==================== block 1
==> block_1/clock_wires.png <==
Scale: 1.5 px per um.
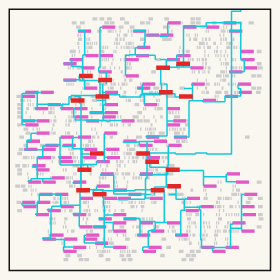

--- src/rtl/trg_ack_sequencer.sv ---
// One SCROD trigger cycle: accept request, pulse TRG to enabled lanes, collect acks
// with timeout, hold off, rearm. Per-lane sync/accumulate logic lives in trg_ack_lane.

module trg_ack_lane (
   input  logic clk,
   input  logic rst_n,
   input  logic ack,
   input  logic mask_in,
   input  logic accept,
   input  logic fire_end,
   input  logic acc_en,
   input  logic done_ok,
   input  logic done_abort,
   output logic trg,
   output logic missing,
   output logic lane_ok
);
   logic ack_m, ack_s, mask_l, acc;

   always_ff @(posedge clk or negedge rst_n) begin
      if (!rst_n) begin
         ack_m   <= 1'b0;
         ack_s   <= 1'b0;
         mask_l  <= 1'b0;
         acc     <= 1'b0;
         trg     <= 1'b0;
         missing <= 1'b0;
      end else begin
         ack_m <= ack;
         ack_s <= ack_m;
         if (accept) begin
            mask_l <= mask_in;
            acc    <= 1'b0;
            trg    <= mask_in;
         end else begin
            if (acc_en)   acc <= acc | (ack_s & mask_l);
            if (fire_end) trg <= 1'b0;
         end
         if (done_ok)         missing <= 1'b0;
         else if (done_abort) missing <= mask_l & ~acc;
      end
   end

   // a disabled lane is always satisfied; an enabled one needs a past or current ack
   assign lane_ok = ~mask_l | acc | ack_s;
endmodule

module trg_ack_sequencer #(
   parameter int N_SCROD     = 12,
   parameter int TRG_WIDTH   = 4,
   parameter int ACK_TIMEOUT = 1023,
   parameter int HOLDOFF     = 16,
   parameter int CNT_W       = 16
) (
   input  logic               CLK_80MHZ,
   input  logic               RESET_N,
   input  logic               TRG_REQ,
   input  logic               TRG_SOFT,
   input  logic [N_SCROD-1:0] TRG_MASK,
   input  logic [N_SCROD-1:0] ACK,
   output logic [N_SCROD-1:0] TRG,
   output logic               BUSY,
   output logic [CNT_W-1:0]   TRG_COUNT,
   output logic [CNT_W-1:0]   LOST_COUNT,
   output logic [CNT_W-1:0]   TIMEOUT_COUNT,
   output logic [N_SCROD-1:0] MISSING_ACK
);
   localparam int TMR_W  = $clog2(ACK_TIMEOUT + 1);
   localparam int HLD_W  = (HOLDOFF > 0) ? $clog2(HOLDOFF + 1) : 1;
   localparam int FIRE_W = $clog2(TRG_WIDTH + 1);
   localparam logic [TMR_W-1:0]  TMR_LAST  = TMR_W'(ACK_TIMEOUT - 1);
   localparam logic [HLD_W-1:0]  HLD_LAST  = HLD_W'((HOLDOFF > 0) ? HOLDOFF - 1 : 0);
   localparam logic [FIRE_W-1:0] FIRE_LAST = FIRE_W'(TRG_WIDTH - 1);

   typedef enum logic [1:0] {IDLE, FIRE, WAIT_ACK, HOLD} state_t;
   localparam state_t AFTER_ACK = (HOLDOFF == 0) ? IDLE : HOLD;

   state_t state, state_nx;
   logic   req_q, soft_q, arm, req;
   logic   accept, drop, fire_end, done_ok, done_abort, acc_en;
   logic [N_SCROD-1:0] lane_ok;
   logic [FIRE_W-1:0]  fire_cnt;
   logic [TMR_W-1:0]   timer;
   logic [HLD_W-1:0]   hold_cnt;

   // arm keeps a level already high at reset release from reading as a rising edge
   assign req    = arm & ((TRG_REQ & ~req_q) | (TRG_SOFT & ~soft_q));
   assign BUSY   = (state != IDLE);
   assign acc_en = (state == FIRE) || (state == WAIT_ACK);

   for (genvar i = 0; i < N_SCROD; i++) begin : g_lane
      trg_ack_lane u_lane (
         .clk       (CLK_80MHZ),
         .rst_n     (RESET_N),
         .ack       (ACK[i]),
         .mask_in   (TRG_MASK[i]),
         .accept    (accept),
         .fire_end  (fire_end),
         .acc_en    (acc_en),
         .done_ok   (done_ok),
         .done_abort(done_abort),
         .trg       (TRG[i]),
         .missing   (MISSING_ACK[i]),
         .lane_ok   (lane_ok[i])
      );
   end

   always_ff @(posedge CLK_80MHZ or negedge RESET_N) begin
      if (!RESET_N) state <= IDLE;
      else          state <= state_nx;
   end

   always_comb begin
      state_nx   = state;
      accept     = 1'b0;
      drop       = 1'b0;
      fire_end   = 1'b0;
      done_ok    = 1'b0;
      done_abort = 1'b0;
      case (state)
         IDLE: begin
            if (req) begin
               if (|TRG_MASK) begin
                  accept   = 1'b1;
                  state_nx = FIRE;
               end else begin
                  drop = 1'b1;
               end
            end
         end
         FIRE: begin
            drop = req;
            if (fire_cnt == FIRE_LAST) begin
               fire_end = 1'b1;
               state_nx = WAIT_ACK;
            end
         end
         WAIT_ACK: begin
            drop = req;
            // completion takes priority over a timeout landing on the same clock
            if (&lane_ok) begin
               done_ok  = 1'b1;
               state_nx = AFTER_ACK;
            end else if (timer == TMR_LAST) begin
               done_abort = 1'b1;
               state_nx   = AFTER_ACK;
            end
         end
         HOLD: begin
            drop = req;
            if (hold_cnt == HLD_LAST) state_nx = IDLE;
         end
         default: state_nx = IDLE;
      endcase
   end

   always_ff @(posedge CLK_80MHZ or negedge RESET_N) begin
      if (!RESET_N) begin
         req_q         <= 1'b0;
         soft_q        <= 1'b0;
         arm           <= 1'b0;
         fire_cnt      <= '0;
         timer         <= '0;
         hold_cnt      <= '0;
         TRG_COUNT     <= '0;
         LOST_COUNT    <= '0;
         TIMEOUT_COUNT <= '0;
      end else begin
         req_q  <= TRG_REQ;
         soft_q <= TRG_SOFT;
         arm    <= 1'b1;

         if (accept)                fire_cnt <= '0;
         else if (state == FIRE)    fire_cnt <= fire_cnt + FIRE_W'(1);

         if (fire_end)              timer <= '0;
         else if (state == WAIT_ACK) timer <= timer + TMR_W'(1);

         if (done_ok || done_abort) hold_cnt <= '0;
         else if (state == HOLD)    hold_cnt <= hold_cnt + HLD_W'(1);

         // statistics saturate at all-ones
         if (accept && !(&TRG_COUNT))         TRG_COUNT     <= TRG_COUNT + CNT_W'(1);
         if (drop && !(&LOST_COUNT))          LOST_COUNT    <= LOST_COUNT + CNT_W'(1);
         if (done_abort && !(&TIMEOUT_COUNT)) TIMEOUT_COUNT <= TIMEOUT_COUNT + CNT_W'(1);
      end
   end
endmodule

--- config.mk ---
export PLATFORM = sky130hd
export DESIGN_NAME = trg_ack_sequencer
export DESIGN_NICKNAME = d
export VERILOG_FILES = /design/src/rtl/trg_ack_sequencer.sv
export SDC_FILE = /design/constraint.sdc
export NUM_CORES = 1
export LEC_CHECK = 0
export ABC_AREA = 1
export CAP_MARGIN = 10
export CORE_MARGIN = 3
export CORE_UTILIZATION = 25
export DETAILED_ROUTE_END_ITERATION = 12
export PLACE_DENSITY = 0.44
export SLEW_MARGIN = 20
export SYNTH_ARGS = -nofsm -noshare
export SYNTH_HDL_FRONTEND = slang
export SYNTH_HIERARCHICAL = 1
export SYNTH_SLANG_ARGS = --single-unit
--- constraint.sdc ---
create_clock -name CLK_80MHZ -period 6.8 [get_ports CLK_80MHZ]
set_input_delay 1.02 -clock CLK_80MHZ [delete_from_list [all_inputs] [get_ports CLK_80MHZ]]
set_output_delay 1.02 -clock CLK_80MHZ [all_outputs]
set_load 0.01 [all_outputs]
==================== block 2
## src/rtl/pipe_pkg_amisha.sv

```systemverilog
// Shared definitions for the enabled pipeline register family.
//   occ_w()      : width of an occupancy counter able to hold 0..depth
//   stage_op_e   : per-cycle pipeline operation decoded from flush/enable
package pipe_pkg_amisha;

    // Per-cycle operation applied to every stage; reset is handled separately
    // because it also reloads stage data.
    typedef enum logic [1:0] {
        StageHold    = 2'b00,
        StageAdvance = 2'b01,
        StageFlush   = 2'b10
    } stage_op_e;

    // Counter width for values 0..depth inclusive.
    function automatic int unsigned occ_w(input int unsigned depth);
        return (depth + 1 <= 2) ? 1 : $clog2(depth + 1);
    endfunction

endpackage

```

## src/rtl/pipe_stage_amisha.sv

```systemverilog
// One pipeline stage: WIDTH-bit data register plus valid bit.
// Ports:
//   clk_amisha       : clock, posedge
//   reset_amisha     : synchronous active-low reset (data <= RESET_VAL, valid <= 0)
//   load_amisha      : capture d/v inputs
//   clr_valid_amisha : clear valid, keep data (wins over load)
//   d_amisha, v_in_amisha   : data and valid from the previous stage
//   q_amisha, v_out_amisha  : registered data and valid
module pipe_stage_amisha #(
    parameter int unsigned WIDTH     = 8,
    parameter logic [WIDTH-1:0] RESET_VAL = '0
) (
    input  logic             clk_amisha,
    input  logic             reset_amisha,
    input  logic             load_amisha,
    input  logic             clr_valid_amisha,
    input  logic [WIDTH-1:0] d_amisha,
    input  logic             v_in_amisha,
    output logic [WIDTH-1:0] q_amisha,
    output logic             v_out_amisha
);

    logic [WIDTH-1:0] data_q;
    logic             valid_q;

    always_ff @(posedge clk_amisha) begin
        if (!reset_amisha) begin
            data_q  <= RESET_VAL;
            valid_q <= 1'b0;
        end else if (clr_valid_amisha) begin
            valid_q <= 1'b0;
        end else if (load_amisha) begin
            data_q  <= d_amisha;
            valid_q <= v_in_amisha;
        end
    end

    assign q_amisha     = data_q;
    assign v_out_amisha = valid_q;

endmodule

```

## src/rtl/pipe_reg_en_amisha.sv

```systemverilog
// DEPTH-stage enabled pipeline register with per-stage valid bits, flush,
// bubble handling and a registered occupancy count.
// Ports:
//   clk_amisha       : clock, posedge
//   reset_amisha     : synchronous active-low reset, highest priority
//   en_amisha        : advance one stage (0 = hold)
//   flush_amisha     : invalidate all stages, data retained, input dropped
//   in_valid_amisha  : d_amisha carries valid data
//   d_amisha         : input data
//   q_amisha         : data of last stage
//   out_valid_amisha : valid of last stage
//   occ_amisha       : number of valid stages, 0..DEPTH
module pipe_reg_en_amisha
    import pipe_pkg_amisha::*;
#(
    parameter int unsigned      WIDTH       = 8,
    parameter int unsigned      DEPTH       = 3,
    parameter logic [WIDTH-1:0] RESET_VAL   = '0,
    parameter bit               BUBBLE_ZERO = 1'b0,
    localparam int unsigned     OCC_W       = occ_w(DEPTH)
) (
    input  logic             clk_amisha,
    input  logic             reset_amisha,
    input  logic             en_amisha,
    input  logic             flush_amisha,
    input  logic             in_valid_amisha,
    input  logic [WIDTH-1:0] d_amisha,
    output logic [WIDTH-1:0] q_amisha,
    output logic             out_valid_amisha,
    output logic [OCC_W-1:0] occ_amisha
);

    stage_op_e        op;
    logic [WIDTH-1:0] stage0_d;
    logic [WIDTH-1:0] stage_q [DEPTH];
    logic [DEPTH-1:0] stage_v;
    logic [OCC_W-1:0] occ_q, occ_d;

    always_comb begin
        if (flush_amisha) begin
            op = StageFlush;
        end else if (en_amisha) begin
            op = StageAdvance;
        end else begin
            op = StageHold;
        end
    end

    // Bubble mux selects a constant so X on d during a bubble never propagates.
    assign stage0_d = (BUBBLE_ZERO && !in_valid_amisha) ? RESET_VAL : d_amisha;

    for (genvar k = 0; k < DEPTH; k++) begin : g_stage
        logic [WIDTH-1:0] d_in;
        logic             v_in;

        if (k == 0) begin : g_first
            assign d_in = stage0_d;
            assign v_in = in_valid_amisha;
        end else begin : g_rest
            assign d_in = stage_q[k-1];
            assign v_in = stage_v[k-1];
        end

        pipe_stage_amisha #(
            .WIDTH     (WIDTH),
            .RESET_VAL (RESET_VAL)
        ) u_stage (
            .clk_amisha       (clk_amisha),
            .reset_amisha     (reset_amisha),
            .load_amisha      (op == StageAdvance),
            .clr_valid_amisha (op == StageFlush),
            .d_amisha         (d_in),
            .v_in_amisha      (v_in),
            .q_amisha         (stage_q[k]),
            .v_out_amisha     (stage_v[k])
        );
    end

    always_comb begin
        occ_d = occ_q;
        unique case (op)
            StageFlush:   occ_d = '0;
            StageAdvance: occ_d = occ_q + OCC_W'(in_valid_amisha) - OCC_W'(stage_v[DEPTH-1]);
            StageHold:    occ_d = occ_q;
            default:      occ_d = occ_q;
        endcase
    end

    always_ff @(posedge clk_amisha) begin
        if (!reset_amisha) begin
            occ_q <= '0;
        end else begin
            occ_q <= occ_d;
        end
    end

    assign q_amisha         = stage_q[DEPTH-1];
    assign out_valid_amisha = stage_v[DEPTH-1];
    assign occ_amisha       = occ_q;

    occ_matches_valid_a: assert property (
        @(posedge clk_amisha) disable iff (!reset_amisha)
        occ_q == OCC_W'($countones(stage_v))
    );

endmodule

```

## config.mk

```make
export PLATFORM = sky130hd
export DESIGN_NAME = pipe_reg_en_amisha
export DESIGN_NICKNAME = d
export VERILOG_FILES = /design/src/rtl/pipe_pkg_amisha.sv /design/src/rtl/pipe_stage_amisha.sv /design/src/rtl/pipe_reg_en_amisha.sv
export SDC_FILE = /design/constraint.sdc
export NUM_CORES = 1
export LEC_CHECK = 0
export CAP_MARGIN = 0
export CORE_ASPECT_RATIO = 0.9
export CORE_MARGIN = 2
export CORE_UTILIZATION = 50
export CTS_BUF_LIST = sky130_fd_sc_hd__clkbuf_16
export DETAILED_ROUTE_END_ITERATION = 8
export PLACE_DENSITY = 0.88
export SLEW_MARGIN = 20
export SYNTH_ARGS = -nofsm -noshare
export SYNTH_HDL_FRONTEND = slang
export SYNTH_SLANG_ARGS = --single-unit
```

## constraint.sdc

```tcl
create_clock -name clk_amisha -period 1.6 [get_ports clk_amisha]
set_clock_uncertainty 0.1 [all_clocks]
set_input_delay 0.32 -clock clk_amisha [delete_from_list [all_inputs] [get_ports clk_amisha]]
set_output_delay 0.32 -clock clk_amisha [all_outputs]
set_load 0.005 [all_outputs]
```

==================== block 3
`src/rtl/booth_seq_ctrl.sv`:
```
// booth_seq_ctrl
// Sequential radix-2 Booth controller and add/subtract stage. It drives an
// external (2W+1)-bit A:Q:Q-1 shift register and reads that register back to
// pick the Booth action and the sign-fill bit for each arithmetic right shift.
//
// Ports:
//   clk           system clock, rising edge
//   rst           asynchronous active-low reset
//   start         request, sampled only in IDLE
//   multiplicand  signed M, captured on start acceptance
//   multiplier    signed Q, captured on start acceptance
//   sr_dout       shift register contents {A, Q, Q-1}
//   sr_load       parallel-load strobe to the shift register
//   sr_data       parallel-load value to the shift register
//   sr_shren      shift-enable strobe to the shift register
//   sr_din        serial-in bit for the shift (sign fill)
//   busy          high from start acceptance until the done pulse
//   done          one-cycle pulse; product valid from this cycle on
//   product       signed 2W-bit result, held until the next done pulse
module booth_seq_ctrl #(
    parameter int W = 8
) (
    input  logic             clk,
    input  logic             rst,
    input  logic             start,
    input  logic [W-1:0]     multiplicand,
    input  logic [W-1:0]     multiplier,
    input  logic [2*W:0]     sr_dout,
    output logic             sr_load,
    output logic [2*W:0]     sr_data,
    output logic             sr_shren,
    output logic             sr_din,
    output logic             busy,
    output logic             done,
    output logic [2*W-1:0]   product
);

    localparam int CW = $clog2(W + 1);

    typedef enum logic [2:0] {
        S_IDLE  = 3'd0,
        S_LOAD  = 3'd1,
        S_ADD   = 3'd2,
        S_SHIFT = 3'd3,
        S_FIN   = 3'd4
    } state_t;

    state_t            state_q, state_d;
    logic [W-1:0]      m_q, m_d;
    logic [W-1:0]      q_q, q_d;
    logic [CW-1:0]     cnt_q, cnt_d;
    logic              busy_q, busy_d;
    logic              done_q, done_d;
    logic [2*W-1:0]    product_q, product_d;

    logic              accept;
    logic [CW-1:0]     cnt_inc;
    logic [W-1:0]      a_cur;
    logic [W-1:0]      a_new;

    assign accept  = (state_q == S_IDLE) && start;
    assign cnt_inc = cnt_q + CW'(1);
    assign a_cur   = sr_dout[2*W:W+1];

    // State register
    always_ff @(posedge clk or negedge rst) begin
        if (!rst) begin
            state_q <= S_IDLE;
        end else begin
            state_q <= state_d;
        end
    end

    // Next-state logic
    always_comb begin
        state_d = state_q;
        case (state_q)
            S_IDLE:  if (start) state_d = S_LOAD;
            S_LOAD:  state_d = S_ADD;
            S_ADD:   state_d = S_SHIFT;
            // The counter value seen here is before this shift's increment.
            S_SHIFT: state_d = (cnt_inc == CW'(W)) ? S_FIN : S_ADD;
            S_FIN:   state_d = S_IDLE;
            default: state_d = S_IDLE;
        endcase
    end

    // Booth add/subtract on the accumulator half; W-bit wrap is intended.
    always_comb begin
        a_new = a_cur;
        case (sr_dout[1:0])
            2'b01:   a_new = a_cur + m_q;
            2'b10:   a_new = a_cur - m_q;
            default: a_new = a_cur;
        endcase
    end

    // Output decode: shift-register strobes come purely from the state, so
    // load and shift can never overlap.
    always_comb begin
        sr_load  = 1'b0;
        sr_shren = 1'b0;
        sr_din   = 1'b0;
        sr_data  = '0;
        case (state_q)
            S_LOAD: begin
                sr_load = 1'b1;
                sr_data = {{W{1'b0}}, q_q, 1'b0};
            end
            S_ADD: begin
                sr_load = 1'b1;
                sr_data = {a_new, sr_dout[W:0]};
            end
            S_SHIFT: begin
                sr_shren = 1'b1;
                sr_din   = sr_dout[2*W];
            end
            default: ;
        endcase
    end

    // Datapath next-state
    always_comb begin
        m_d       = m_q;
        q_d       = q_q;
        cnt_d     = cnt_q;
        busy_d    = busy_q;
        done_d    = 1'b0;
        product_d = product_q;
        if (accept) begin
            m_d    = multiplicand;
            q_d    = multiplier;
            busy_d = 1'b1;
        end
        if (state_q == S_LOAD) begin
            cnt_d = '0;
        end
        if (state_q == S_SHIFT) begin
            cnt_d = cnt_inc;
        end
        if (state_q == S_FIN) begin
            product_d = sr_dout[2*W:1];
            done_d    = 1'b1;
            busy_d    = 1'b0;
        end
    end

    // Datapath registers
    always_ff @(posedge clk or negedge rst) begin
        if (!rst) begin
            m_q       <= '0;
            q_q       <= '0;
            cnt_q     <= '0;
            busy_q    <= 1'b0;
            done_q    <= 1'b0;
            product_q <= '0;
        end else begin
            m_q       <= m_d;
            q_q       <= q_d;
            cnt_q     <= cnt_d;
            busy_q    <= busy_d;
            done_q    <= done_d;
            product_q <= product_d;
        end
    end

    assign busy    = busy_q;
    assign done    = done_q;
    assign product = product_q;

endmodule

```
`config.mk`:
```
export PLATFORM = sky130hd
export DESIGN_NAME = booth_seq_ctrl
export DESIGN_NICKNAME = d
export VERILOG_FILES = /design/src/rtl/booth_seq_ctrl.sv
export SDC_FILE = /design/constraint.sdc
export NUM_CORES = 1
export LEC_CHECK = 0
export CAP_MARGIN = 40
export CELL_PAD_IN_SITES_DETAIL_PLACEMENT = 1
export CELL_PAD_IN_SITES_GLOBAL_PLACEMENT = 1
export CORE_MARGIN = 4
export CORE_UTILIZATION = 37
export CTS_CLUSTER_DIAMETER = 80
export DETAILED_ROUTE_END_ITERATION = 8
export GPL_TIMING_DRIVEN = 0
export PLACE_DENSITY = 0.9
export REMOVE_ABC_BUFFERS = 1
export SYNTH_ARGS = -nofsm -noshare
export SYNTH_HDL_FRONTEND = slang
export SYNTH_SLANG_ARGS = --single-unit
export TNS_END_PERCENT = 30
```
`constraint.sdc`:
```
create_clock -name clk -period 4.5 [get_ports clk]
set_input_delay 0.45 -clock clk [delete_from_list [all_inputs] [get_ports clk]]
set_output_delay 0.45 -clock clk [all_outputs]
set_load 0.02 [all_outputs]
```
==> block_2/clock_wires.png <==
Scale: 4 px per um.
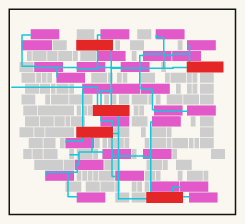
flip-flops -> magenta  # count 29
clock wires -> cyan  # length 354 um
clock-net drivers -> red  # count 5
routed clock nets = 6

==> results.cfg, block 2 <==
; flow metrics
[run_status]
status = finished clean

[synth]
adder_share_pct = 2.04
ys_sh_aoi_pct = 22.2
synth.logic.top_family = AND-OR/OR-AND gates
synthArstFlopShare_pct = 0
synthCells = 130
edf_count = 0
ff_type = dfxtp_1

[cells_and_area]
fill_cells = 155
final_cell_area_sq_um = 1640
comb_area_share_pct = 36.0
clock_buffers = 5
instances_no_fill = 183

[worst_hold_path]
whs_endpoint = g_stage[1].u_stage.q_amisha[3]

[power]
p_comb_uw = 131
power_leader = the clock network
clock_net_power_uw = 833
power_mw = 1.71

[placement]
place_congestion = 0.708
port_buffers = 23
pre_cts_ws_ns = -0.0904

[routing]
remaining_drc_errors = 0
drt_wl_total_mm = 2.30
dr.pass1.iters = 4

[die]
rows = 16
n_tap_cell = 27

[clocking]
clock_path_buffers = 2
insertion_delay_ns = 0.27

[critical_path]
cp-endpoint = out_valid_amisha
cp_num_cells = 1

[sta]
worst_slack_ns = 0.0449
-- block 2: cell usage after synthesis (2+ instances only) --
master | instances | area, sq um
inv_1 | 3 | 11.3
mux2i_1 | 4 | 40.0
clkbuf_1 | 2 | 7.51
nor2_1 | 5 | 18.8
a21boi_0 | 4 | 30.0
ha_1 | 2 | 25.0
dfxtp_1 | 29 | 581
a21boi_2 | 20 | 225
nand2_1 | 48 | 180
buf_2 | 2 | 10.0
buf_6 | 3 | 33.8
buf_4 | 2 | 15.0
-- block 2: cells in the final DEF, fill, tap and decap left out, types with 2 or more instances in the layout --
cell type	instances
a21boi_2	20
inv_1	4
a21boi_0	4
buf_12	2
mux2i_1	4
nor2_1	5
clkbuf_16	5
nand2_1	48
clkdlybuf4s50_1	23
dfxtp_1	28
buf_4	3
-- block 2: sequential cells by signal (all words and copies together), names as in the netlist --
name	count
g_stage.u_stage.q_amisha	24
occ_amisha	2
g_stage.u_stage.v_out_amisha	3
-- block 2: routing by layer --
metal | GRT usage, % | part of all wire (%) | vias up
met5 | 0 | 0 | -
met4 | 10.3 | 1.7 | 0
met3 | 7.59 | 5.8 | 5
li1 | - | - | 463
met2 | 32.5 | 52 | 26
met1 | 16.2 | 41 | 425
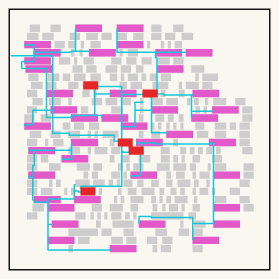
(block_3/clock_wires.png)
Scale: 3 px per um.
flip-flops -> magenta  # count 41
clock wires -> cyan  # length 578 um
clock-net drivers -> red  # count 5
flops lie = spread over the die
routed clock nets = 6

==> results.cfg, block 3 <==
; flow metrics
[synth]
synth.distinct_cells = 39
avgSynthCellArea_sq_um = 10.4
top_cell_area_share_pct = 45.2
synth-seq-cells = 41
synth-simple-area-share_pct = 14.4
synth.area.top_cells = dfrtp_1 45%, mux2_2 16%, ha_1 5.5%
ys_sh_aoi_pct = 9.43

[cells_and_area]
diodes = 0
mostFrequentLayoutCells = 71 x clkdlybuf4s50_1, 41 x dfrtp_1, 32 x mux2_2

[power]
seq_power_uw = 588
p_seq_share_pct = 28.7
clock_net_power_uw = 311
p_leak_nw = 1.41
combPwrFrac_pct = 56.1

[sta]
max_slew.worst_pin.slew_ns = 0.858
period_used_pct = 88.4
slew_headroom_pct = 42.6

[critical_path]
startpoint = sr_dout[1]
worstRegToRegCells = 3
cp-endpoint = sr_data[16]
crit_arrival_ns = 3.53

[run_status]
status = finished clean

[grt]
grt_use_met1_pct = 22.5
grt_pass1_wl_mm = 10.5
use_met3_pct = 4.09
grt_max_degree = 23

[routing]
remaining_drc_errors = 0
dr_wl_met3_um = 278
drt-initial-drc-count = 39

[clocking]
insertion_delay_ns = 0.29
numCtsBuffers = 5
h-tree-depth = 2
ctsResizeCount = 0

[run]
drv_cap = 0
warning_count = 25

[die]
die_x_um = 86.3
n_tap_cell = 75
rows = 28
core_area_sq_um = 5920
[block 3: critical path, delay by kind of cell]
kind	cells	cell delay, ns
buffers and inverters	2	1.14
XOR/XNOR	2	0.29
AND-OR/OR-AND	3	0.35
adder cells (fa/ha/maj)	2	0.67
AND/OR/NAND/NOR	3	0.63
[block 3: metrics by stage]
stage               hold WS [ns]  cells  util (%)  total power, mW  setup slack [ns]
finish                     0.127    367      54.5             2.05             0.521
floorplan                  0.154    207         -             1.31              1.32
detailed placement         0.463    359      52.4             1.74            0.0541
global placement           0.486    355      51.3             1.67             0.104
global route               0.148    367      54.5             2.22             0.243
CTS                        0.138    367      54.4             2.07           0.00890
[block 3: flip-flops by register name (all words and copies together), names as in the netlist]
| register | cells |
|---|---|
| busy | 1 |
| cnt_q | 4 |
| done | 1 |
| m_q | 8 |
| product | 16 |
| q_q | 8 |
| state_q | 3 |
[block 3: kinds of logic (layout without fill, tap and decap cells)]
family | after synthesis | after routing
buf+inv | 20 | 94
xor+xnor | 10 | 10
fa+ha+maj | 11 | 11
mux | 34 | 34
simple gates | 67 | 67
compound gates | 35 | 35
flops | 41 | 41
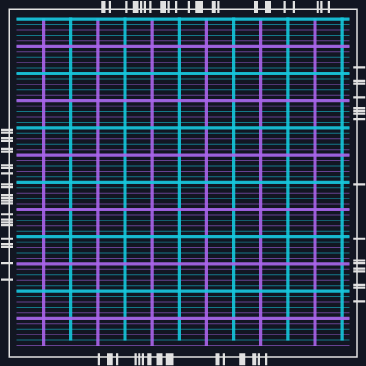
(block_1/floorplan.png)
Scale: 2 px per um. Pins as bars on the die edge.
VSS -> purple
VDD -> cyan
met5 straps = 12
met4 straps = 12
rows = 60
met1 rails = 61

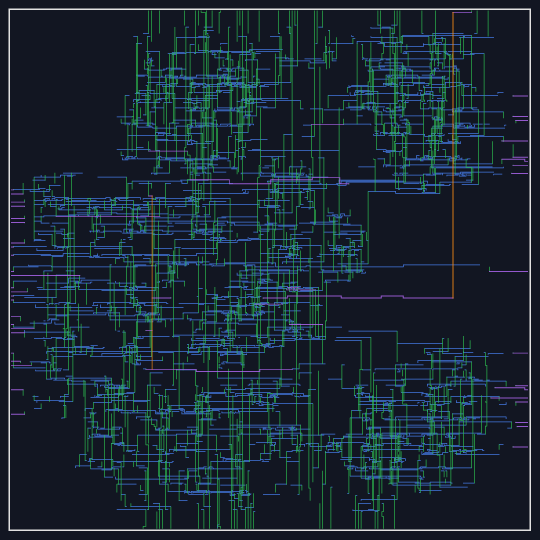
(block_1/layers.png)
Scale: 3 px per um.
M4 -> orange  # wire length 153 um
M3 -> purple  # wire length 482 um
M2 -> green  # wire length 7960 um
M1 -> blue  # wire length 8260 um

About block_1/clock_wires.png:
clock wires -> cyan  # length 2240 um
clock-net drivers -> red  # count 17
flip-flops -> magenta  # count 143
routed clock nets = 18
flops lie = spread over the die

==> results.cfg, block 1 <==
; flow metrics
[cells_and_area]
multi_input_comb_cells = 595
comb_area_share_pct = 33.6

[grt]
grt_max_degree = 87
antenna_found_initial = 0

[synth]
mux_area_share_pct = 0

[power]
switching_share_pct = 35.4
p_per_area_nw_per_um2 = 331

[sta]
fmax_mhz = 352
period_used_pct = 41.8

[die]
io_pins = 101

[critical_path]
cp-endpoint = BUSY
r2r_end = g_lane[4].u_lane/missing

[clocking]
cts_root_buffer = clkbuf_16

[run_status]
status = finished clean

[run]
warning_count = 31
-- block 1: registers in the layout, summed over array words and instances (netlist names), 2 cells and up --
signal,flops
state,2
TIMEOUT_COUNT,16
fire_cnt,3
g_lane.u_lane/mask_l,12
g_lane.u_lane/ack_m,12
g_lane.u_lane/ack_s,12
g_lane.u_lane/acc,12
timer,10
g_lane.u_lane/missing,12
hold_cnt,5
TRG_COUNT,16
LOST_COUNT,16
g_lane.u_lane/trg,12
-- block 1: critical path, stage by stage (launching register included) --
cell             delay [ns]
dfrtp_1                0.40
inv_1                  0.10
ha_1                   0.24
inv_1                  0.10
clkdlybuf4s50_1        0.57
-- block 1: metrics by stage --
step / total power [mW] / cell area [sq um] / setup WS (ns) / cells
final: 2.99 / 9020 / 3.96 / 1329
after global routing: 3.20 / 9020 / 3.81 / 1329
after CTS: 3.05 / 9020 / 3.87 / 1329
after detailed placement: 2.06 / 8420 / 3.55 / 1297
after global placement: 2.06 / 8420 / 3.57 / 1297
after floorplan: 1.72 / 6990 / 4.02 / 830
-- block 1: layer usage --
layer  routed length (um)  GRT usage [%]
met2                 7960           19.2
met4                  153           3.24
met5                    0              0
met1                 8260           15.4
met3                  481           2.53

==> gallery <==
Clock wiring as the flow saved it.
panel A
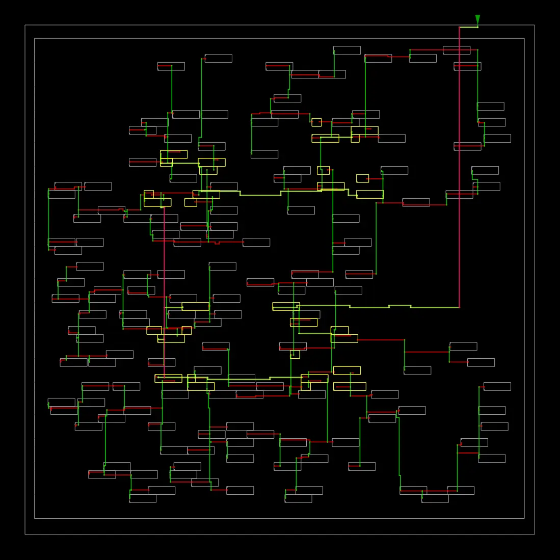
panel B
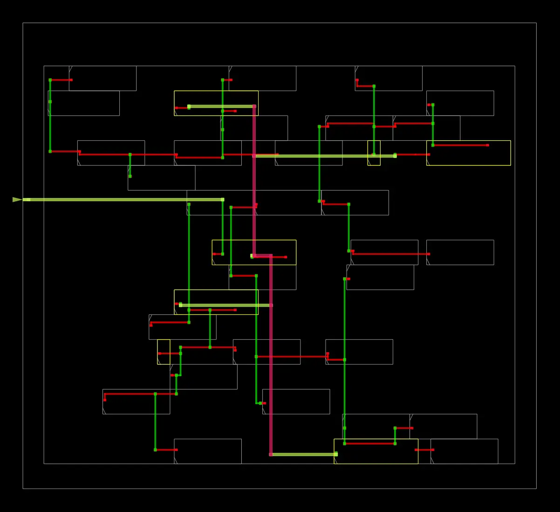
panel C
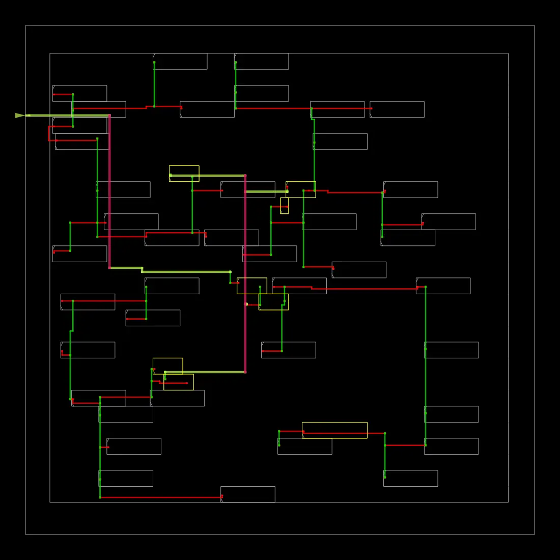
The one with the most clock buffers is panel A.
The one with the most sequential cells is panel A.
- panel B = block 2
- panel C = block 3
- panel A = block 1



==> notes/layouts.md <==
Pictures saved along the way, in no particular order.

Gate families picked out.
Plate I
Scale: 3 px per um.
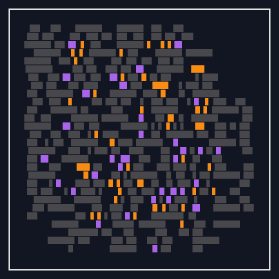
Plate II
Scale: 4 px per um.
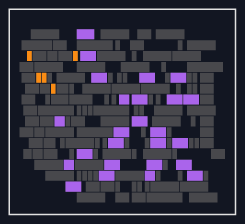
Plate III
Scale: 1.5 px per um.
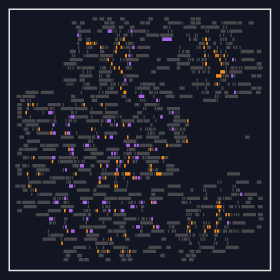
block 1 -> Plate III
block 3 -> Plate I
block 2 -> Plate II

No activity file was given, so power comes from the tool's default toggle rates.
